# design 1

==> design_1/io_fan.png <==
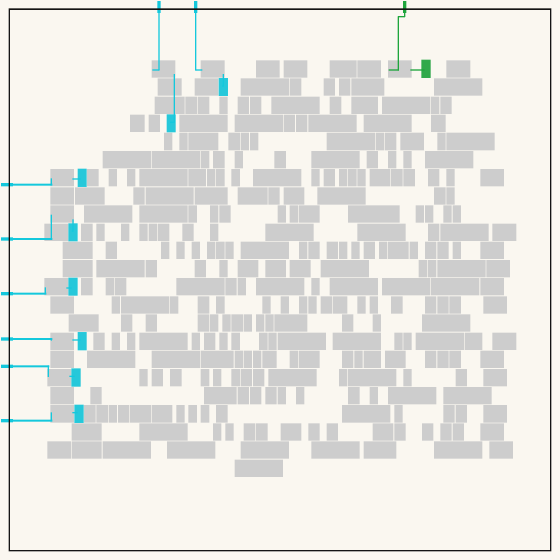

===== config.mk =====
export PLATFORM = sky130hd
export DESIGN_NAME = prefix_sub_pipe
export DESIGN_NICKNAME = d
export VERILOG_FILES = /design/src/rtl/arith_pkg.sv /design/src/rtl/prefix_black_cell.sv /design/src/rtl/prefix_sub_pipe.sv
export SDC_FILE = /design/constraint.sdc
export NUM_CORES = 1
export LEC_CHECK = 0
export ABC_AREA = 1
export ABC_CLOCK_PERIOD_IN_PS = 3400
export CORE_MARGIN = 5
export CORE_UTILIZATION = 45
export CTS_BUF_LIST = sky130_fd_sc_hd__clkbuf_4 sky130_fd_sc_hd__clkbuf_8
export DETAILED_ROUTE_END_ITERATION = 6
export PLACE_DENSITY = 0.71
export SLEW_MARGIN = 5
export SYNTH_ARGS = -nofsm -noshare
export SYNTH_HDL_FRONTEND = slang
export SYNTH_SLANG_ARGS = --single-unit

===== constraint.sdc =====
create_clock -name clk -period 3.4 [get_ports clk]
set_input_delay 0.68 -clock clk [delete_from_list [all_inputs] [get_ports clk]]
set_output_delay 0.68 -clock clk [all_outputs]
set_load 0.01 [all_outputs]

===== src/rtl/arith_pkg.sv =====
// ---------------------------------------------------------------------------
// arith_pkg : shared prefix-arithmetic types and the (G,P) combine operator
// Rev 1.0
// ---------------------------------------------------------------------------
`default_nettype none

package arith_pkg;

  typedef struct packed {
    logic g;
    logic p;
  } pg_t;

  localparam int unsigned DEF_WIDTH  = 32'd8;
  localparam int unsigned DEF_LEVELS = $clog2(DEF_WIDTH);

  // Number of Kogge-Stone levels needed to span a WIDTH-bit operand.
  function automatic int unsigned prefix_levels(input int unsigned width);
    return $clog2(width);
  endfunction

  // (G,P) o (G',P') = (G | P&G', P&P'); hi is the more significant group.
  function automatic pg_t pg_combine(input pg_t hi, input pg_t lo);
    pg_t r;
    r.g = hi.g | (hi.p & lo.g);
    r.p = hi.p & lo.p;
    return r;
  endfunction

endpackage

`default_nettype wire


===== src/rtl/prefix_black_cell.sv =====
// ---------------------------------------------------------------------------
// prefix_black_cell : combinational prefix operator cell, shared with the adder
// Rev 1.0
// ---------------------------------------------------------------------------
`default_nettype none

module prefix_black_cell
  import arith_pkg::*;
(
  input  pg_t hi_i,
  input  pg_t lo_i,
  output pg_t grp_o
);

  assign grp_o = pg_combine(hi_i, lo_i);

endmodule

`default_nettype wire


===== src/rtl/prefix_sub_pipe.sv =====
// ---------------------------------------------------------------------------
// prefix_sub_pipe : 3-stage valid/ready Kogge-Stone subtractor, a - b - bin
// Rev 1.0
// ---------------------------------------------------------------------------
`default_nettype none

module prefix_sub_pipe
  import arith_pkg::*;
#(
  parameter int unsigned WIDTH = 8
) (
  input  logic             clk,
  input  logic             rst,
  input  logic             in_valid,
  output logic             in_ready,
  input  logic [WIDTH-1:0] in_a,
  input  logic [WIDTH-1:0] in_b,
  input  logic             in_bin,
  output logic             out_valid,
  input  logic             out_ready,
  output logic [WIDTH-1:0] out_diff,
  output logic             out_bout,
  output logic             out_zero,
  output logic             out_ovf
);

  localparam int unsigned L = prefix_levels(WIDTH);

  // Stage registers
  logic             s1_v_q, s2_v_q, s3_v_q;
  logic [WIDTH-1:0] s1_g_q, s1_p_q;
  logic             s1_cin_q, s1_amsb_q, s1_bmsb_q;
  logic [WIDTH-1:0] s2_g_q, s2_p_q;
  logic             s2_cin_q, s2_amsb_q, s2_bmsb_q;
  logic [WIDTH-1:0] diff_q;
  logic             bout_q, zero_q, ovf_q;

  logic             w_adv1, w_adv2, w_adv3;
  logic [WIDTH-1:0] w_g_d, w_p_d, w_grp_d, w_carry, diff_d;
  logic             bout_d, zero_d, ovf_d;

  assign w_adv3   = ~s3_v_q | out_ready;
  assign w_adv2   = ~s2_v_q | w_adv3;
  assign w_adv1   = ~s1_v_q | w_adv2;
  assign in_ready = w_adv1;

  // Subtraction as a + ~b + ~bin.
  assign w_g_d = in_a & ~in_b;
  assign w_p_d = in_a ^ ~in_b;

  // Prefix tree; cin is folded into bit 0 so the tree yields G[i:-1] directly.
  pg_t lvl [L+1][WIDTH];

  generate
    for (genvar i = 0; i < WIDTH; i++) begin : g_leaf
      if (i == 0) begin : g_cin
        assign lvl[0][i] = '{g: s1_g_q[0] | (s1_p_q[0] & s1_cin_q), p: s1_p_q[0]};
      end else begin : g_plain
        assign lvl[0][i] = '{g: s1_g_q[i], p: s1_p_q[i]};
      end
    end

    for (genvar k = 1; k <= L; k++) begin : g_level
      localparam int unsigned D = 32'd1 << (k - 1);
      for (genvar i = 0; i < WIDTH; i++) begin : g_bit
        if (i >= D) begin : g_black
          prefix_black_cell u_cell (
            .hi_i  (lvl[k-1][i]),
            .lo_i  (lvl[k-1][i-D]),
            .grp_o (lvl[k][i])
          );
        end else begin : g_pass
          assign lvl[k][i] = lvl[k-1][i];
        end
      end
    end

    for (genvar i = 0; i < WIDTH; i++) begin : g_out
      assign w_grp_d[i] = lvl[L][i].g;
    end
  endgenerate

  // Final-level group propagates are not needed once cin is folded in.
  logic w_unused_p;
  always_comb begin
    w_unused_p = 1'b0;
    for (int i = 0; i < WIDTH; i++) begin
      w_unused_p = w_unused_p ^ lvl[L][i].p;
    end
  end

  assign w_carry = {s2_g_q[WIDTH-2:0], s2_cin_q};
  assign diff_d  = s2_p_q ^ w_carry;
  assign bout_d  = ~s2_g_q[WIDTH-1];
  assign zero_d  = (diff_d == '0);
  assign ovf_d   = (s2_amsb_q ^ s2_bmsb_q) & (s2_amsb_q ^ diff_d[WIDTH-1]);

  always_ff @(posedge clk) begin
    if (rst) begin
      s1_v_q    <= 1'b0;
      s2_v_q    <= 1'b0;
      s3_v_q    <= 1'b0;
      s1_g_q    <= '0;
      s1_p_q    <= '0;
      s1_cin_q  <= 1'b0;
      s1_amsb_q <= 1'b0;
      s1_bmsb_q <= 1'b0;
      s2_g_q    <= '0;
      s2_p_q    <= '0;
      s2_cin_q  <= 1'b0;
      s2_amsb_q <= 1'b0;
      s2_bmsb_q <= 1'b0;
      diff_q    <= '0;
      bout_q    <= 1'b0;
      zero_q    <= 1'b0;
      ovf_q     <= 1'b0;
    end else begin
      if (w_adv1) s1_v_q <= in_valid;
      if (w_adv2) s2_v_q <= s1_v_q;
      if (w_adv3) s3_v_q <= s2_v_q;

      // Data moves only with a real beat, so idle inputs never leak in.
      if (in_valid && w_adv1) begin
        s1_g_q    <= w_g_d;
        s1_p_q    <= w_p_d;
        s1_cin_q  <= ~in_bin;
        s1_amsb_q <= in_a[WIDTH-1];
        s1_bmsb_q <= in_b[WIDTH-1];
      end
      if (s1_v_q && w_adv2) begin
        s2_g_q    <= w_grp_d;
        s2_p_q    <= s1_p_q;
        s2_cin_q  <= s1_cin_q;
        s2_amsb_q <= s1_amsb_q;
        s2_bmsb_q <= s1_bmsb_q;
      end
      if (s2_v_q && w_adv3) begin
        diff_q <= diff_d;
        bout_q <= bout_d;
        zero_q <= zero_d;
        ovf_q  <= ovf_d;
      end
    end
  end

  assign out_valid = s3_v_q;
  assign out_diff  = diff_q;
  assign out_bout  = bout_q;
  assign out_zero  = zero_q;
  assign out_ovf   = ovf_q;

endmodule

`default_nettype wire


# design 2

## src/rtl/color_seq_pkg.sv

```systemverilog
// color_seq_pkg: shared state encoding and colour-table slice helper for the colour sequencer
package color_seq_pkg;

    typedef enum logic [1:0] {
        IDLE   = 2'd0,
        RUN    = 2'd1,
        PAUSED = 2'd2
    } state_e;

    // Widest flat colour table the slice helper accepts; callers zero-extend into it.
    localparam int MAX_TABLE_W = 1024;

    // Returns colour slice k (w bits wide, w <= 32) of a flat table, zero-extended to 32 bits.
    function automatic logic [31:0] color_slice(input logic [MAX_TABLE_W-1:0] tbl, input int k, input int w);
        logic [MAX_TABLE_W-1:0] s;
        s = tbl >> (k * w);
        return s[31:0] & ((32'd1 << w) - 32'd1);
    endfunction

endpackage

```

## src/rtl/seq_timer.sv

```systemverilog
// seq_timer: clearable, enabled up-counter that flags the last cycle of a programmable interval
//   clk, rst_n : clock, asynchronous active-low reset
//   clr        : clear the count to 0 (wins over en)
//   en         : advance the count by one
//   limit      : interval length in cycles (must be >= 1)
//   expire     : high while the count sits on limit-1
module seq_timer #(
    parameter int WIDTH = 16
) (
    input  logic             clk,
    input  logic             rst_n,
    input  logic             clr,
    input  logic             en,
    input  logic [WIDTH-1:0] limit,
    output logic             expire
);

    logic [WIDTH-1:0] count_q, count_d;

    always_comb begin
        count_d = clr ? '0 : en ? count_q + WIDTH'(1) : count_q;
    end

    always_ff @(posedge clk or negedge rst_n) begin
        if (!rst_n) count_q <= '0;
        else        count_q <= count_d;
    end

    assign expire = (count_q == limit - WIDTH'(1));

endmodule

```

## src/rtl/color_sequencer.sv

```systemverilog
// color_sequencer: steps a registered LED colour through NUM_PHASES programmable phases
//   clk, reset_n : clock, asynchronous active-low reset
//   start        : rising edge in IDLE (without stop) starts a run
//   stop         : synchronous abort back to IDLE
//   pause        : freezes the current phase while high
//   loop_en      : wrap to phase 0 after the last phase instead of finishing
//   dwell        : cycles per phase (0 treated as 1), latched on accepted start
//   phase_color  : flat colour table, slice k = phase k, latched on accepted start
//   color_out, phase_idx, busy, done : registered status and LED drive
module color_sequencer
    import color_seq_pkg::*;
#(
    parameter  int NUM_PHASES  = 3,
    parameter  int COLOR_WIDTH = 3,
    parameter  int DWELL_WIDTH = 16,
    localparam int IDX_WIDTH   = (NUM_PHASES > 1) ? $clog2(NUM_PHASES) : 1
) (
    input  logic                              clk,
    input  logic                              reset_n,
    input  logic                              start,
    input  logic                              stop,
    input  logic                              pause,
    input  logic                              loop_en,
    input  logic [DWELL_WIDTH-1:0]            dwell,
    input  logic [NUM_PHASES*COLOR_WIDTH-1:0] phase_color,
    output logic [COLOR_WIDTH-1:0]            color_out,
    output logic [IDX_WIDTH-1:0]              phase_idx,
    output logic                              busy,
    output logic                              done
);

    localparam int TABLE_W = NUM_PHASES * COLOR_WIDTH;

    state_e                   state_q, state_d;
    logic                     start_q;
    logic [DWELL_WIDTH-1:0]   dwell_q, dwell_d;
    logic [TABLE_W-1:0]       table_q, table_d;
    logic [IDX_WIDTH-1:0]     phase_idx_q, phase_idx_d;
    logic [COLOR_WIDTH-1:0]   color_q, color_d;
    logic                     busy_q, busy_d;
    logic                     done_q, done_d;
    logic                     timer_clr, timer_en, expire;
    logic                     start_edge, last_phase;

    assign start_edge = start & ~start_q;
    assign last_phase = (phase_idx_q == IDX_WIDTH'(NUM_PHASES - 1));

    seq_timer #(.WIDTH(DWELL_WIDTH)) u_timer (
        .clk    (clk),
        .rst_n  (reset_n),
        .clr    (timer_clr),
        .en     (timer_en),
        .limit  (dwell_q),
        .expire (expire)
    );

    always_comb begin
        state_d     = state_q;
        dwell_d     = dwell_q;
        table_d     = table_q;
        phase_idx_d = phase_idx_q;
        color_d     = color_q;
        busy_d      = busy_q;
        done_d      = 1'b0;
        timer_clr   = 1'b0;
        timer_en    = 1'b0;
        case (state_q)
            IDLE: begin
                busy_d      = 1'b0;
                phase_idx_d = '0;
                color_d     = '0;
                if (start_edge && !stop) begin
                    state_d   = RUN;
                    busy_d    = 1'b1;
                    dwell_d   = (dwell == '0) ? DWELL_WIDTH'(1) : dwell;
                    table_d   = phase_color;
                    color_d   = COLOR_WIDTH'(color_slice(MAX_TABLE_W'(phase_color), 0, COLOR_WIDTH));
                    timer_clr = 1'b1;
                end
            end
            RUN, PAUSED: begin
                if (stop) begin
                    state_d     = IDLE;
                    busy_d      = 1'b0;
                    phase_idx_d = '0;
                    color_d     = '0;
                    timer_clr   = 1'b1;
                end else if (pause) begin
                    state_d = PAUSED;
                end else begin
                    // Counting resumes in the very cycle pause drops, even while still flagged PAUSED.
                    state_d = RUN;
                    if (!expire) begin
                        timer_en = 1'b1;
                    end else begin
                        timer_clr = 1'b1;
                        if (!last_phase) begin
                            phase_idx_d = phase_idx_q + IDX_WIDTH'(1);
                            color_d     = COLOR_WIDTH'(color_slice(MAX_TABLE_W'(table_q), int'(phase_idx_q) + 1, COLOR_WIDTH));
                        end else if (loop_en) begin
                            phase_idx_d = '0;
                            color_d     = COLOR_WIDTH'(color_slice(MAX_TABLE_W'(table_q), 0, COLOR_WIDTH));
                        end else begin
                            state_d     = IDLE;
                            busy_d      = 1'b0;
                            done_d      = 1'b1;
                            phase_idx_d = '0;
                            color_d     = '0;
                        end
                    end
                end
            end
            default: begin
                state_d     = state_e'('x);
                phase_idx_d = 'x;
                color_d     = 'x;
                busy_d      = 1'bx;
                done_d      = 1'bx;
            end
        endcase
    end

    always_ff @(posedge clk or negedge reset_n) begin
        if (!reset_n) begin
            state_q     <= IDLE;
            start_q     <= 1'b0;
            dwell_q     <= '0;
            table_q     <= '0;
            phase_idx_q <= '0;
            color_q     <= '0;
            busy_q      <= 1'b0;
            done_q      <= 1'b0;
        end else begin
            state_q     <= state_d;
            start_q     <= start;
            dwell_q     <= dwell_d;
            table_q     <= table_d;
            phase_idx_q <= phase_idx_d;
            color_q     <= color_d;
            busy_q      <= busy_d;
            done_q      <= done_d;
        end
    end

    assign color_out = color_q;
    assign phase_idx = phase_idx_q;
    assign busy      = busy_q;
    assign done      = done_q;

endmodule

```

## config.mk

```make
export PLATFORM = sky130hd
export DESIGN_NAME = color_sequencer
export DESIGN_NICKNAME = d
export VERILOG_FILES = /design/src/rtl/color_seq_pkg.sv /design/src/rtl/seq_timer.sv /design/src/rtl/color_sequencer.sv
export SDC_FILE = /design/constraint.sdc
export NUM_CORES = 1
export LEC_CHECK = 0
export ABC_AREA = 1
export CORE_MARGIN = 4
export CORE_UTILIZATION = 30
export DETAILED_ROUTE_END_ITERATION = 10
export HOLD_SLACK_MARGIN = 0.12
export SYNTH_ARGS = -nofsm -noshare
export SYNTH_HDL_FRONTEND = slang
export SYNTH_SLANG_ARGS = --single-unit
```

## constraint.sdc

```tcl
create_clock -name clk -period 5 [get_ports clk]
set_clock_uncertainty 0.05 [all_clocks]
set_input_delay 1.25 -clock clk [delete_from_list [all_inputs] [get_ports clk]]
set_output_delay 1.25 -clock clk [all_outputs]
set_load 0.005 [all_outputs]
```

# design 3

## config.mk

```make
export PLATFORM = sky130hd
export DESIGN_NAME = dma_axi_wr_engine
export DESIGN_NICKNAME = d
export VERILOG_FILES = /design/src/rtl/dma_utils_pkg.sv /design/src/rtl/dma_cmd_fifo.sv /design/src/rtl/dma_axi_wr_engine.sv
export SDC_FILE = /design/constraint.sdc
export NUM_CORES = 1
export LEC_CHECK = 0
export ABC_AREA = 1
export CAP_MARGIN = 20
export CORE_MARGIN = 2
export CORE_UTILIZATION = 41
export DETAILED_ROUTE_END_ITERATION = 16
export PLACE_DENSITY = 0.77
export SLEW_MARGIN = 20
export SYNTH_ARGS = -nofsm -noshare
export SYNTH_HDL_FRONTEND = slang
export SYNTH_SLANG_ARGS = --single-unit
```

## constraint.sdc

```tcl
create_clock -name clk -period 2.1 [get_ports clk]
set_input_delay 0.42 -clock clk [delete_from_list [all_inputs] [get_ports clk]]
set_output_delay 0.42 -clock clk [all_outputs]
set_load 0.01 [all_outputs]
```

## src/rtl/dma_utils_pkg.sv

```systemverilog
// Shared DMA types and helpers.
//   s_dma_axi_req_t  : burst request from the write streamer (valid, addr, alen, size, strb, mode)
//   s_dma_axi_resp_t : handshake back to the streamer (ready)
//   e_dma_mode_t     : addressing mode of a request
//   AXI_BURST_*      : AXI AWBURST encodings
//   e_w_state_t      : write-data channel FSM states
//   axi_burst_enc()  : maps a DMA mode onto an AWBURST encoding
`ifndef DMA_ADDR_WIDTH
`define DMA_ADDR_WIDTH 32
`endif
`ifndef DMA_DATA_WIDTH
`define DMA_DATA_WIDTH 32
`endif

package dma_utils_pkg;

   typedef enum logic [1:0] {
      DMA_MODE_INCR  = 2'd0,
      DMA_MODE_FIXED = 2'd1
   } e_dma_mode_t;

   typedef struct packed {
      logic                             valid;
      logic [`DMA_ADDR_WIDTH-1:0]       addr;
      logic [7:0]                       alen;
      logic [2:0]                       size;
      logic [`DMA_DATA_WIDTH/8-1:0]     strb;
      e_dma_mode_t                      mode;
   } s_dma_axi_req_t;

   typedef struct packed {
      logic ready;
   } s_dma_axi_resp_t;

   localparam logic [1:0] AXI_BURST_FIXED = 2'b00;
   localparam logic [1:0] AXI_BURST_INCR  = 2'b01;

   typedef enum logic {
      W_IDLE  = 1'b0,
      W_BEATS = 1'b1
   } e_w_state_t;

   function automatic logic [1:0] axi_burst_enc(input e_dma_mode_t mode);
      return (mode == DMA_MODE_FIXED) ? AXI_BURST_FIXED : AXI_BURST_INCR;
   endfunction

endpackage

```

## src/rtl/dma_cmd_fifo.sv

```systemverilog
// Small synchronous FIFO holding per-burst write-channel commands.
//   clk, rst       : clock, synchronous active-high reset (clears pointers only)
//   push_i, din_i  : write one entry (ignored when full)
//   pop_i, dout_o  : drop the head entry (ignored when empty); dout_o shows the head
//   full_o, empty_o: occupancy flags
module dma_cmd_fifo #(
   parameter int WIDTH = 12,
   parameter int DEPTH = 4
) (
   input  logic             clk,
   input  logic             rst,
   input  logic             push_i,
   input  logic [WIDTH-1:0] din_i,
   input  logic             pop_i,
   output logic [WIDTH-1:0] dout_o,
   output logic             full_o,
   output logic             empty_o
);

   localparam int AW = $clog2(DEPTH);
   localparam logic [AW:0] PTR_ONE = 1;

   logic [WIDTH-1:0] mem_q [DEPTH];
   logic [AW:0]      wr_ptr_q, wr_ptr_d;
   logic [AW:0]      rd_ptr_q, rd_ptr_d;
   logic             push_ok, pop_ok;

   // Pointers carry one extra wrap bit so full and empty are distinguishable.
   assign empty_o = (wr_ptr_q == rd_ptr_q);
   assign full_o  = (wr_ptr_q[AW] != rd_ptr_q[AW]) &&
                    (wr_ptr_q[AW-1:0] == rd_ptr_q[AW-1:0]);
   assign push_ok = push_i && !full_o;
   assign pop_ok  = pop_i && !empty_o;
   assign dout_o  = mem_q[rd_ptr_q[AW-1:0]];

   always_comb begin
      wr_ptr_d = push_ok ? wr_ptr_q + PTR_ONE : wr_ptr_q;
      rd_ptr_d = pop_ok  ? rd_ptr_q + PTR_ONE : rd_ptr_q;
   end

   always_ff @(posedge clk) begin
      if (rst) begin
         wr_ptr_q <= '0;
         rd_ptr_q <= '0;
      end else begin
         wr_ptr_q <= wr_ptr_d;
         rd_ptr_q <= rd_ptr_d;
      end
   end

   // Storage needs no reset: entries are only visible between the pointers.
   always_ff @(posedge clk) begin
      if (push_ok) mem_q[wr_ptr_q[AW-1:0]] <= din_i;
   end

endmodule

```

## src/rtl/dma_axi_wr_engine.sv

```systemverilog
// AXI write-channel engine for the DMA write path.
// Accepts burst requests from the write streamer, issues them on AW, streams the
// matching data beats from an external data FIFO on W, and counts B responses.
//   clk, rst                 : clock, synchronous active-high reset
//   dma_axi_req_i/_resp_o    : request handshake with the write streamer
//   dma_abort_i              : stops new acceptances; accepted bursts still complete
//   aw*_o / awready_i        : AXI write-address channel
//   w*_o  / wready_i         : AXI write-data channel
//   bvalid_i, bresp_i, bready_o : AXI write-response channel
//   fifo_data_i, fifo_empty_i, fifo_pop_o : write-data FIFO read side
//   wr_err_o                 : sticky non-OKAY response seen
//   wr_idle_o                : nothing pending anywhere in the engine
module dma_axi_wr_engine
   import dma_utils_pkg::*;
#(
   parameter int MAX_OUTSTANDING = 4
) (
   input  logic                           clk,
   input  logic                           rst,
   input  s_dma_axi_req_t                 dma_axi_req_i,
   output s_dma_axi_resp_t                dma_axi_resp_o,
   input  logic                           dma_abort_i,
   output logic                           awvalid_o,
   input  logic                           awready_i,
   output logic [`DMA_ADDR_WIDTH-1:0]     awaddr_o,
   output logic [7:0]                     awlen_o,
   output logic [2:0]                     awsize_o,
   output logic [1:0]                     awburst_o,
   output logic                           wvalid_o,
   input  logic                           wready_i,
   output logic [`DMA_DATA_WIDTH-1:0]     wdata_o,
   output logic [`DMA_DATA_WIDTH/8-1:0]   wstrb_o,
   output logic                           wlast_o,
   input  logic                           bvalid_i,
   input  logic [1:0]                     bresp_i,
   output logic                           bready_o,
   input  logic [`DMA_DATA_WIDTH-1:0]     fifo_data_i,
   input  logic                           fifo_empty_i,
   output logic                           fifo_pop_o,
   output logic                           wr_err_o,
   output logic                           wr_idle_o
);

   localparam int STRB_W = `DMA_DATA_WIDTH / 8;
   localparam int CMD_W  = 8 + STRB_W;
   localparam int OCNT_W = $clog2(MAX_OUTSTANDING) + 1;
   localparam logic [OCNT_W-1:0] OCNT_MAX = OCNT_W'(MAX_OUTSTANDING);
   localparam logic [OCNT_W-1:0] OCNT_ONE = 1;

   // AW stage
   logic                         awvalid_q, awvalid_d;
   logic [`DMA_ADDR_WIDTH-1:0]   awaddr_q, awaddr_d;
   logic [7:0]                   awlen_q, awlen_d;
   logic [2:0]                   awsize_q, awsize_d;
   logic [1:0]                   awburst_q, awburst_d;
   // W FSM and the command it is working on
   e_w_state_t                   state_q, state_d;
   logic [7:0]                   beat_cnt_q, beat_cnt_d;
   logic [7:0]                   cur_alen_q, cur_alen_d;
   logic [STRB_W-1:0]            cur_strb_q, cur_strb_d;
   // B tracking and status
   logic [OCNT_W-1:0]            ocnt_q, ocnt_d;
   logic                         wr_err_q, wr_err_d;
   logic                         bready_q, bready_d;

   logic              ready, accept, aw_hs, w_hs, b_hs;
   logic              cmd_pop, cmd_full, cmd_empty;
   logic [CMD_W-1:0]  cmd_dout;

   // rst gates ready so nothing is accepted in the reset cycle itself.
   assign ready  = !rst && !awvalid_q && !cmd_full && (ocnt_q < OCNT_MAX) && !dma_abort_i;
   assign accept = dma_axi_req_i.valid && ready;
   assign aw_hs  = awvalid_q && awready_i;
   assign w_hs   = wvalid_o && wready_i;
   assign b_hs   = bvalid_i && bready_q;

   assign dma_axi_resp_o.ready = ready;

   // Commands queue in acceptance order, which fixes the W beat order
   // independently of when the AW handshakes happen.
   assign cmd_pop = (state_q == W_IDLE) && !cmd_empty;

   dma_cmd_fifo #(
      .WIDTH (CMD_W),
      .DEPTH (MAX_OUTSTANDING)
   ) u_cmd_fifo (
      .clk     (clk),
      .rst     (rst),
      .push_i  (accept),
      .din_i   ({dma_axi_req_i.alen, dma_axi_req_i.strb}),
      .pop_i   (cmd_pop),
      .dout_o  (cmd_dout),
      .full_o  (cmd_full),
      .empty_o (cmd_empty)
   );

   always_comb begin
      awvalid_d  = awvalid_q;
      awaddr_d   = awaddr_q;
      awlen_d    = awlen_q;
      awsize_d   = awsize_q;
      awburst_d  = awburst_q;
      state_d    = state_q;
      beat_cnt_d = beat_cnt_q;
      cur_alen_d = cur_alen_q;
      cur_strb_d = cur_strb_q;
      ocnt_d     = ocnt_q;
      wr_err_d   = wr_err_q | (b_hs && (bresp_i != 2'b00));
      bready_d   = 1'b1;

      // Accept only happens with the stage empty, so it never collides with aw_hs.
      if (aw_hs) awvalid_d = 1'b0;
      if (accept) begin
         awvalid_d = 1'b1;
         awaddr_d  = dma_axi_req_i.addr;
         awlen_d   = dma_axi_req_i.alen;
         awsize_d  = dma_axi_req_i.size;
         awburst_d = axi_burst_enc(dma_axi_req_i.mode);
      end

      // Saturating guards keep the counter from wrapping on protocol misuse.
      if (aw_hs && !b_hs && (ocnt_q != OCNT_MAX))
         ocnt_d = ocnt_q + OCNT_ONE;
      else if (b_hs && !aw_hs && (ocnt_q != '0))
         ocnt_d = ocnt_q - OCNT_ONE;

      case (state_q)
         W_IDLE: begin
            if (!cmd_empty) begin
               state_d    = W_BEATS;
               beat_cnt_d = 8'd0;
               cur_alen_d = cmd_dout[CMD_W-1:STRB_W];
               cur_strb_d = cmd_dout[STRB_W-1:0];
            end
         end
         W_BEATS: begin
            if (w_hs) begin
               if (wlast_o) state_d = W_IDLE;
               else         beat_cnt_d = beat_cnt_q + 8'd1;
            end
         end
         default: state_d = W_IDLE;
      endcase
   end

   always_ff @(posedge clk) begin
      if (rst) begin
         awvalid_q  <= 1'b0;
         awaddr_q   <= '0;
         awlen_q    <= '0;
         awsize_q   <= '0;
         awburst_q  <= '0;
         state_q    <= W_IDLE;
         beat_cnt_q <= '0;
         cur_alen_q <= '0;
         cur_strb_q <= '0;
         ocnt_q     <= '0;
         wr_err_q   <= 1'b0;
         bready_q   <= 1'b0;
      end else begin
         awvalid_q  <= awvalid_d;
         awaddr_q   <= awaddr_d;
         awlen_q    <= awlen_d;
         awsize_q   <= awsize_d;
         awburst_q  <= awburst_d;
         state_q    <= state_d;
         beat_cnt_q <= beat_cnt_d;
         cur_alen_q <= cur_alen_d;
         cur_strb_q <= cur_strb_d;
         ocnt_q     <= ocnt_d;
         wr_err_q   <= wr_err_d;
         bready_q   <= bready_d;
      end
   end

   assign awvalid_o  = awvalid_q;
   assign awaddr_o   = awaddr_q;
   assign awlen_o    = awlen_q;
   assign awsize_o   = awsize_q;
   assign awburst_o  = awburst_q;

   assign wvalid_o   = (state_q == W_BEATS) && !fifo_empty_i;
   assign wdata_o    = fifo_data_i;
   assign fifo_pop_o = w_hs;
   assign wlast_o    = (state_q == W_BEATS) && (beat_cnt_q == cur_alen_q);
   // Byte strobes apply only to single-beat bursts; longer bursts write full words.
   assign wstrb_o    = (cur_alen_q == 8'd0) ? cur_strb_q : {STRB_W{1'b1}};

   assign bready_o   = bready_q;
   assign wr_err_o   = wr_err_q;
   assign wr_idle_o  = !awvalid_q && cmd_empty && (state_q == W_IDLE) && (ocnt_q == '0);

endmodule

```

# design 4

## src/rtl/uart_prog_loader.sv

```systemverilog
// uart_prog_loader: parses a framed program download arriving from the UART receive stage.
// It writes each assembled 16-bit word to program memory and holds the CPU in reset while the
// download is in progress.
// Frame layout: SYNC 0xA5, LEN_L, LEN_H, 2*LEN data bytes (little-endian words), CSUM.
// The frame is good when LEN_L + LEN_H + all data bytes + CSUM == 0 (mod 256).
// Optional feature macro: UART_LOADER_TIMEOUT_EN. When it is defined, the loader aborts a frame
// after TIMEOUT_CYCLES sys_clk cycles pass without a received byte.
module uart_prog_loader #(
  parameter int unsigned ADDR_WIDTH     = 10,
  parameter int unsigned BASE_ADDR      = 0,
  parameter int unsigned TIMEOUT_CYCLES = 2700000
) (
  input  logic                  sys_clk,
  input  logic                  rst_n,
  input  logic [7:0]            rx_data,
  input  logic                  rx_data_wr,
  output logic [ADDR_WIDTH-1:0] mem_addr,
  output logic [15:0]           mem_wdata,
  output logic                  mem_we,
  output logic                  cpu_hold,
  output logic                  load_ok,
  output logic                  load_err
);

  localparam logic [7:0]            SyncByte = 8'hA5;
  localparam logic [ADDR_WIDTH-1:0] BaseAddr = ADDR_WIDTH'(BASE_ADDR);
  // Largest legal word count; one bit wider than LEN so that 2**16 still compares correctly.
  localparam logic [16:0]           MaxLen   = 17'(2 ** ADDR_WIDTH);

  typedef enum logic [2:0] {
    StIdle,
    StLenL,
    StLenH,
    StDataLo,
    StDataHi,
    StCsum
  } state_e;

  state_e                  state_q, state_d;
  logic [7:0]              len_l_q, len_l_d;
  logic [7:0]              lo_q, lo_d;
  logic [15:0]             cnt_q, cnt_d;
  logic [7:0]              sum_q, sum_d;
  logic [ADDR_WIDTH-1:0]   addr_q, addr_d;
  logic [15:0]             wdata_q, wdata_d;
  logic                    we_q, we_d;
  logic                    hold_q, hold_d;
  logic                    ok_q, ok_d;
  logic                    err_q, err_d;

  logic [7:0]              sum_add;
  logic [15:0]             len_rx;

  // The running sum includes the incoming byte; carries are discarded.
  assign sum_add = sum_q + rx_data;
  assign len_rx  = {rx_data, len_l_q};

`ifdef UART_LOADER_TIMEOUT_EN
  logic [31:0] tmo_q, tmo_d;
`else
  // Without the timeout feature, TIMEOUT_CYCLES has no effect.
  logic unused_timeout;
  assign unused_timeout = ^TIMEOUT_CYCLES;
`endif

  // State and output registers; asynchronous reset returns everything to idle values.
  always_ff @(posedge sys_clk or negedge rst_n) begin
    if (!rst_n) begin
      state_q <= StIdle;
      len_l_q <= 8'h00;
      lo_q    <= 8'h00;
      cnt_q   <= 16'h0000;
      sum_q   <= 8'h00;
      addr_q  <= BaseAddr;
      wdata_q <= 16'h0000;
      we_q    <= 1'b0;
      hold_q  <= 1'b0;
      ok_q    <= 1'b0;
      err_q   <= 1'b0;
`ifdef UART_LOADER_TIMEOUT_EN
      tmo_q   <= 32'd0;
`endif
    end else begin
      state_q <= state_d;
      len_l_q <= len_l_d;
      lo_q    <= lo_d;
      cnt_q   <= cnt_d;
      sum_q   <= sum_d;
      addr_q  <= addr_d;
      wdata_q <= wdata_d;
      we_q    <= we_d;
      hold_q  <= hold_d;
      ok_q    <= ok_d;
      err_q   <= err_d;
`ifdef UART_LOADER_TIMEOUT_EN
      tmo_q   <= tmo_d;
`endif
    end
  end

  // Frame parser: next-state and registered-output logic. It advances only on byte strobes.
  always_comb begin
    state_d = state_q;
    len_l_d = len_l_q;
    lo_d    = lo_q;
    cnt_d   = cnt_q;
    sum_d   = sum_q;
    addr_d  = addr_q;
    wdata_d = wdata_q;
    we_d    = 1'b0;
    hold_d  = hold_q;
    ok_d    = 1'b0;
    err_d   = err_q;
`ifdef UART_LOADER_TIMEOUT_EN
    tmo_d   = tmo_q + 32'd1;
`endif

    // The address steps one cycle after each write strobe.
    // After the last word it therefore points at BASE_ADDR+LEN.
    if (we_q) begin
      addr_d = addr_q + ADDR_WIDTH'(1);
    end

    if (rx_data_wr) begin
      if (state_q != StIdle) begin
        sum_d = sum_add;
      end
      unique case (state_q)
        StIdle: begin
          // Bytes other than SYNC are ignored here.
          if (rx_data == SyncByte) begin
            state_d = StLenL;
            hold_d  = 1'b1;
            err_d   = 1'b0;
            sum_d   = 8'h00;
            addr_d  = BaseAddr;
          end
        end
        StLenL: begin
          len_l_d = rx_data;
          state_d = StLenH;
        end
        StLenH: begin
          if (len_rx == 16'h0000) begin
            state_d = StCsum;
          end else if ({1'b0, len_rx} > MaxLen) begin
            state_d = StIdle;
            err_d   = 1'b1;
            hold_d  = 1'b0;
          end else begin
            state_d = StDataLo;
            cnt_d   = len_rx;
          end
        end
        StDataLo: begin
          lo_d    = rx_data;
          state_d = StDataHi;
        end
        StDataHi: begin
          wdata_d = {rx_data, lo_q};
          we_d    = 1'b1;
          cnt_d   = cnt_q - 16'd1;
          state_d = (cnt_q == 16'd1) ? StCsum : StDataLo;
        end
        StCsum: begin
          state_d = StIdle;
          hold_d  = 1'b0;
          if (sum_add == 8'h00) begin
            ok_d  = 1'b1;
          end else begin
            err_d = 1'b1;
          end
        end
        default: state_d = StIdle;
      endcase
    end

`ifdef UART_LOADER_TIMEOUT_EN
    // The counter restarts on every byte and stays cleared while idle.
    // Expiry abandons the frame.
    if (rx_data_wr || (state_q == StIdle)) begin
      tmo_d = 32'd0;
    end else if (tmo_q == 32'(TIMEOUT_CYCLES - 1)) begin
      tmo_d   = 32'd0;
      state_d = StIdle;
      err_d   = 1'b1;
      hold_d  = 1'b0;
      ok_d    = 1'b0;
    end
`endif
  end

  assign mem_addr  = addr_q;
  assign mem_wdata = wdata_q;
  assign mem_we    = we_q;
  assign cpu_hold  = hold_q;
  assign load_ok   = ok_q;
  assign load_err  = err_q;

endmodule

```

## config.mk

```make
export PLATFORM = sky130hd
export DESIGN_NAME = uart_prog_loader
export DESIGN_NICKNAME = d
export VERILOG_FILES = /design/src/rtl/uart_prog_loader.sv
export SDC_FILE = /design/constraint.sdc
export NUM_CORES = 1
export LEC_CHECK = 0
export CORE_UTILIZATION = 45
export CTS_CLUSTER_SIZE = 12
export DETAILED_ROUTE_END_ITERATION = 10
export PLACE_DENSITY_LB_ADDON = 0.2
export REMOVE_ABC_BUFFERS = 1
export SETUP_SLACK_MARGIN = 0.2
export SYNTH_ARGS = -nofsm -noshare
export SYNTH_HDL_FRONTEND = slang
export SYNTH_SLANG_ARGS = --single-unit
export TNS_END_PERCENT = 30
```

## constraint.sdc

```tcl
create_clock -name sys_clk -period 2.2 [get_ports sys_clk]
set_input_delay 0.22 -clock sys_clk [delete_from_list [all_inputs] [get_ports sys_clk]]
set_output_delay 0.22 -clock sys_clk [all_outputs]
set_load 0.02 [all_outputs]
```

==> design_2/congestion.png <==
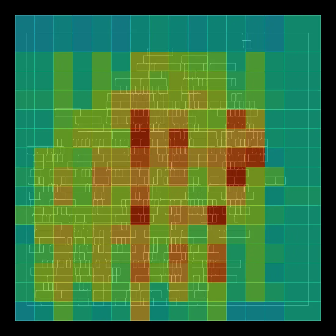
met1 GRT Util: 0.191
global routing usage on met3: 0.0252

==> reports/qor.yml, design 2 <==
run_status:
  status: "complete, no violations"
setup_path:
  crit_buf_inv: 5
  r2r_end: "u_timer.count_q[13]"
  crit_slowest_cell: "clkdlybuf4s50_1"
  critPathArrivalTime_ns: 3.13
  reg2reg_depth: 17
final_layout:
  n_fill_cell: 1065
  inv_count: 52
grt:
  met2_usage: 0.224
timing:
  relSlewSlack: 0.540
synth:
  ys_cells: 430
  ys_area_um2: 3100
  ys_types: 33
  common_cells: "142 x nand2_1, 51 x dfrtp_1, 49 x inv_1"
power:
  switchingPower_mw: 0.702
  clk-power_mw: 0.263
clock_tree:
  post-cts-setup-buffer-count: 0
  post_cts_resized: 0
  cts_root_buffer: "clkbuf_8"
[design 2: kinds of logic (layout without fill, tap and decap cells)]
family / count (synthesis) / in the layout / synth area share
AND/OR/NAND/NOR: 261 / 261 / 0.373
XOR/XNOR: 23 / 23 / 0.0649
AND-OR/OR-AND: 33 / 33 / 0.0617
flip-flops: 51 / 51 / 0.411
buffers and inverters: 58 / 99 / 0.0730
adder cells (fa/ha/maj): 4 / 4 / 0.0161
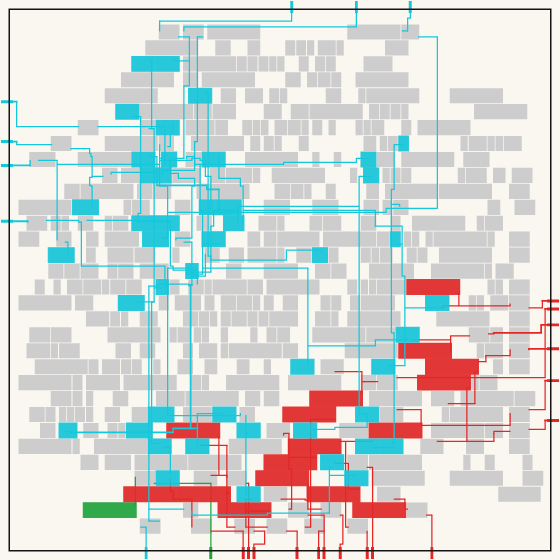
(design_4/io_fan.png)
Cyan shows rx_data, bits 8, direction input, end cells 44, buffers 21, wire 1180 um. Green shows load_ok, bits 1, direction output, end cells 1, buffers 1, wire 25.5 um. Red shows mem_wdata, bits 16, direction output, end cells 16, buffers 16, wire 390 um.
port buffer count: 40
Ports: 41

==> reports/qor.yml, design 4 <==
run_status:
  status: "complete, no violations"
synth:
  common_cells: "73 x dfrtp_1, 43 x nor2_1, 27 x mux2_2"
  flop_cell: "dfrtp_1"
  synthArstFlopShare: 1.00
  netlist_area_um2: 3660
  synthTopCellsByArea: "dfrtp_1 50%, mux2_2 8.3%, nor2_1 4.4%"
  top_area_frac: 0.499
  ys_seq_share: 0.499
final_layout:
  antennaDiodeCount: 0
  final-nonclk-buf-share: 0.160
  drive_gt1_frac: 0.253
timing:
  relSlewSlack: 0.688
  hold-worst-slack_ns: 0.372
  skew_ns: 0.0104
die:
  die-height_um: 92.2
  coreArea_um2: 7810
power:
  power_density_nw_per_um2: 985
  ir_worst_vdd_uv: 662
  p_leak_nw: 2.12
setup_path:
  crit_chain: "or4_4 > o32a_1 > nor2_1 > or3_1 > mux2_2"
  critPathTopFamily: "simple AND/OR/NAND/NOR gates"
  crit_slowest_cell: "or4_4"
  startpoint: "len_l_q[4]"
  critPathLaunchType: "flip-flop"
  r2r_slack_ns: 0.08
  path_depth: 5
  reg2reg_depth: 5
  r2r_end: "cpu_hold"
drt:
  drtIter0Drc: 211
clock_tree:
  cts_tree: "yes"
  cts_buffers: 9
  cts_hold_buf: 1
grt:
  antenna_found_initial: 0
job:
  warning_count: 28
min_path:
  hp-class: "input pin to flip-flop"
  worstHoldPathCells: 3
place:
  pre_cts_ws_ns: -0.363
[design 4: power by group]
| group | total, mW | switching [mW] | leakage, nW | internal (mW) |
|---|---|---|---|---|
| Sequential | 1.90 | 0.247 | 0.934 | 1.65 |
| Clock | 1.00 | 0.553 | 0.0895 | 0.451 |
| Combinational | 1.79 | 0.856 | 1.10 | 0.932 |
[design 4: layer usage]
metal | share of wire | global-route usage | vias up
met5 | 0 | 0 | -
met4 | 0.019 | 0.0898 | 0
met3 | 0.033 | 0.0423 | 15
met2 | 0.48 | 0.351 | 62
met1 | 0.47 | 0.295 | 1427
li1 | - | - | 1434
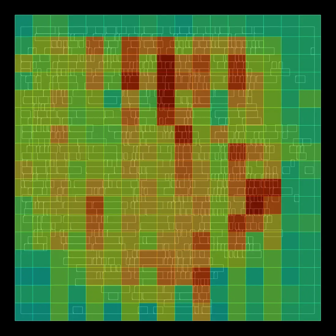
(design_3/congestion.png)
met1 GRT Util: 0.205
fin util: 0.569
Avg WL per Cell: 14.2 um
global routing usage on met3: 0.0705

==> reports/qor.yml, design 3 <==
die:
  coreArea_um2: 12700
  core_util_floorplan: 0.425
final_layout:
  nNetsFinal: 815
  inv_count: 42
  n_fill_cell: 1147
  largest_reg_flops: 48
clock_tree:
  clock_path_buffers: 2
  post_cts_resized: 21
  cts_hold_buf: 0
  post-cts-setup-buffer-count: 3
power:
  p_leak_nw: 2.70
  pg_seq_mw: 2.80
  power.total_mw: 7.90
  internal-power_mw: 5.57
setup_path:
  crit_buf_inv: 2
  reg2reg_depth: 7
  critPathTopFamily: "simple AND/OR/NAND/NOR gates"
synth:
  common_cells: "152 x nand2_1, 77 x dfxtp_1, 76 x a21oi_1"
  ys_cells: 613
  ys_types: 32
  synth-seq-cells: 125
  synthAdderAreaFrac: 0.0176
  synth-edff-count: 48
  yosys.area.top_type: "dfxtp_1"
  top_cell: "nand2_1"
  simple_gate_area_frac: 0.188
timing:
  hold-worst-slack_ns: 0.449
  fmax_mhz: 488
  rsz0062_at_grt: "yes"
  finalCritPeriodShare: 0.976
  relSlewSlack: 0.521
drt:
  wl_met2_um: 6650
  drt_wl_total_um: 12800
grt:
  overflow: 0
  grt.busiest_layer: "met2"
  grt_pass1_wl_um: 21200
job:
  warning_count: 30
min_path:
  min_to: "wr_err_o"
run_status:
  status: "complete, no violations"
place:
  numPortBuffers: 114
  place_congestion: 0.865
-- design 3: how the worst max path moves through the flow --
| stage | startpoint | endpoint | slack (ns) |
|---|---|---|---|
| floorplan | rst | u_cmd_fifo.mem_q[0][0] | 0.09 |
| global placement | awready_i | ocnt_q[2] | -0.11 |
| detailed placement | awready_i | ocnt_q[2] | -0.19 |
| CTS | cur_alen_q[0] | wstrb_o[1] | 0.004 |
| global route | beat_cnt_q[0] | wlast_o | -0.03 |
| finish | cur_alen_q[2] | wlast_o | 0.05 |
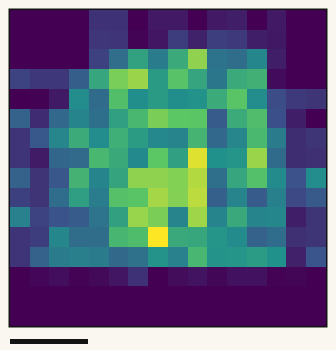
(design_1/metal_density.png)
The bar under the picture is 20 um long. 16 x 16 tiles, from dark purple (low) to yellow (high), scaled to the fullest tile. Values are wire area over tile area, all layers added.
The fullest tile reaches 0.35. 25% of the tiles are over half the peak. The mean over all tiles is 0.11. 26% of the tiles are nearly empty. The densest ninth of the die: middle.

About design_1/io_fan.png:
Cyan shows in_b, bits 8, direction input, end cells 8, buffers 8, wire 75.9 um. Green shows out_ready, bits 1, direction input, end cells 1, buffers 1, wire 13.0 um.

==> reports/qor.yml, design 1 <==
grt:
  grt.busiest_layer: "met2"
  grt_util_met3: 0.0399
  met1_usage: 0.188
place:
  place_congestion: 0.849
power:
  pg_seq_mw: 0.671
  maxPowerGroup: "registers"
final_layout:
  final-nonclk-buf-share: 0.126
  layoutNonFillerInstCount: 381
setup_path:
  critPathLaunchType: "input pin"
  worstSetupPathType: "input pin to primary output"
  critPathTopFamily: "buffers and inverters"
  startpoint: "out_ready"
synth:
  synth_cells: 284
  ys.warnings.count: 0
  syn_area_per_cell_um2: 7.97
  ys_cells: 284
  syn_nets: 313
  ys_area_um2: 2260
drt:
  viasPerCell: 4.87
min_path:
  min_to: "out_bout"
timing:
  slew_viol_final: 0
  relSlewSlack: 0.635
run_status:
  status: "complete, no violations"
[design 1: kinds of logic (layout without fill, tap and decap cells)]
family / count (synthesis) / after routing / share of synthesized area
buffers and inverters: 42 / 72 / 0.0962
adders and majority gates: 8 / 8 / 0.0442
xor gates and xnor gates: 8 / 8 / 0.0310
DFF: 52 / 52 / 0.460
and+or+nand+nor: 94 / 94 / 0.179
AOI/OAI and AO/OA: 80 / 80 / 0.189
[design 1: sequential cells by signal (all words and copies together), names as in the netlist, 8 cells and up]
signal    flops
s2_g_q        8
s2_p_q        8
out_diff      8
s1_g_q        8
s1_p_q        8

==> gallery <==
Drive-strength map.
image #1
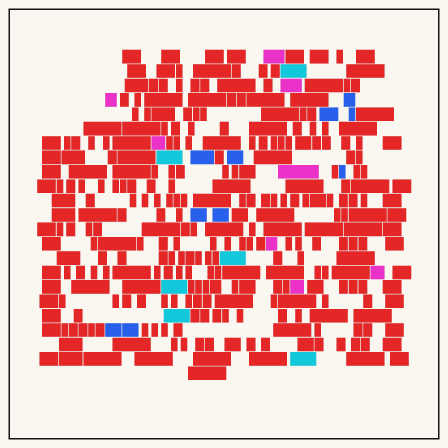
image #2
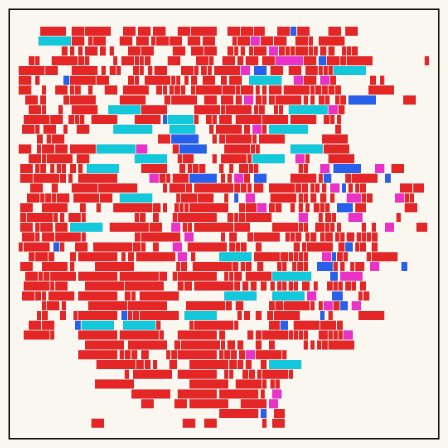
image #3
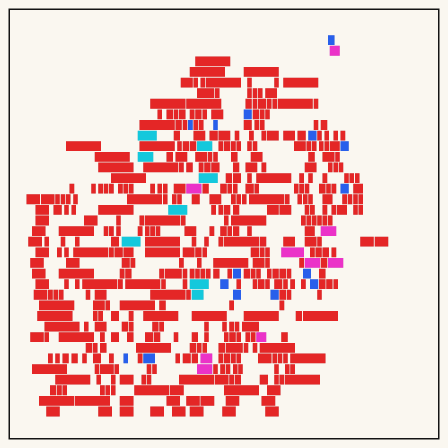
image #4
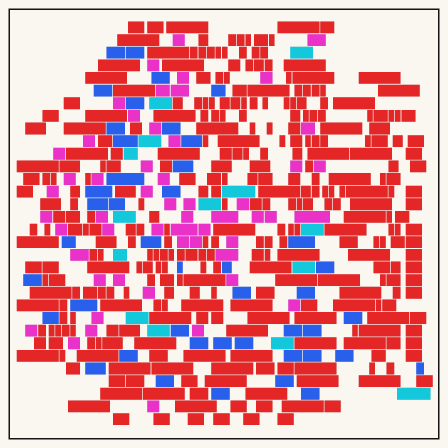
image #3 -> design 2
image #1 -> design 1
image #4 -> design 4
image #2 -> design 3
Of these, most cells: image #2
Of these, fewest cells: image #1



==> notes/layouts.md <==
Pictures saved along the way, in no particular order.

Cells coloured by class.
The bar under the picture is 20 um long.
panel A
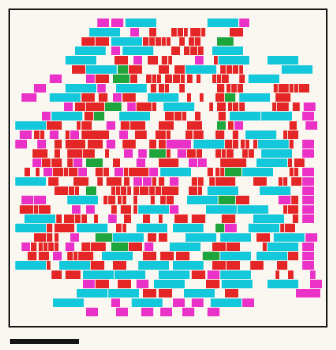
panel B
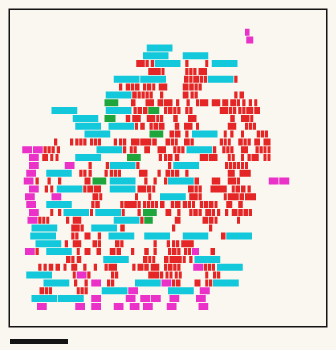
panel C
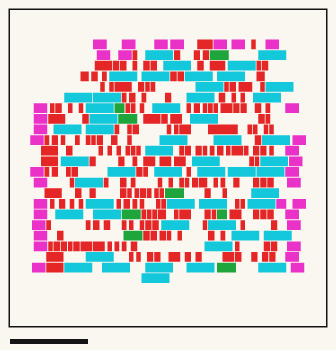
panel D
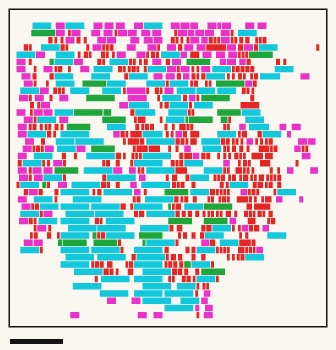
Of these, lowest utilization: panel B
Of these, fewest cells: panel C
- panel B = design 2
- panel C = design 1
- panel D = design 3
- panel A = design 4

Key to panel D:
Green shows clock drivers and dummy loads, cells 32. Magenta shows other buffers and delay cells, cells 146. Cyan shows flops, cells 125. Red shows combinational and other logic, cells 427.


==> notes/layouts.md <==
Pictures saved along the way, in no particular order.

Signal metal coverage by tile.
(a)
The bar under the picture is 20 um long. 18 x 18 tiles, from dark purple (low) to yellow (high), scaled to the fullest tile. Values are wire area over tile area, all layers added.
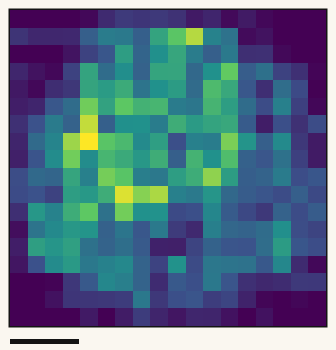
(b)
The bar under the picture is 20 um long. 22 x 22 tiles, from dark purple (low) to yellow (high), scaled to the fullest tile. Values are wire area over tile area, all layers added.
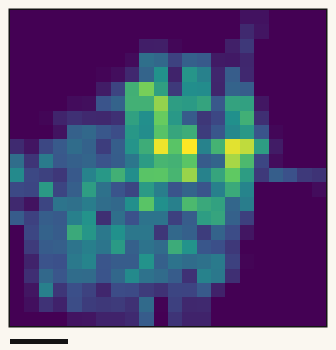
(c)
The bar under the picture is 20 um long. 24 x 24 tiles, from dark purple (low) to yellow (high), scaled to the fullest tile. Values are wire area over tile area, all layers added.
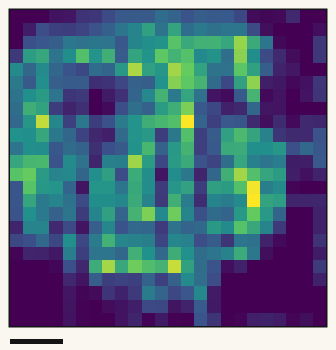
Design 2 is (b).
Design 4 is (a).
Design 3 is (c).
- largest die: (c)
- smallest die: (a)

Key to (a):
The mean over all tiles is 0.15. The densest ninth of the die: middle. The fullest tile reaches 0.50. 11% of the tiles are nearly empty. 22% of the tiles are over half the peak.

Power is estimated from default activity; no workload was simulated.
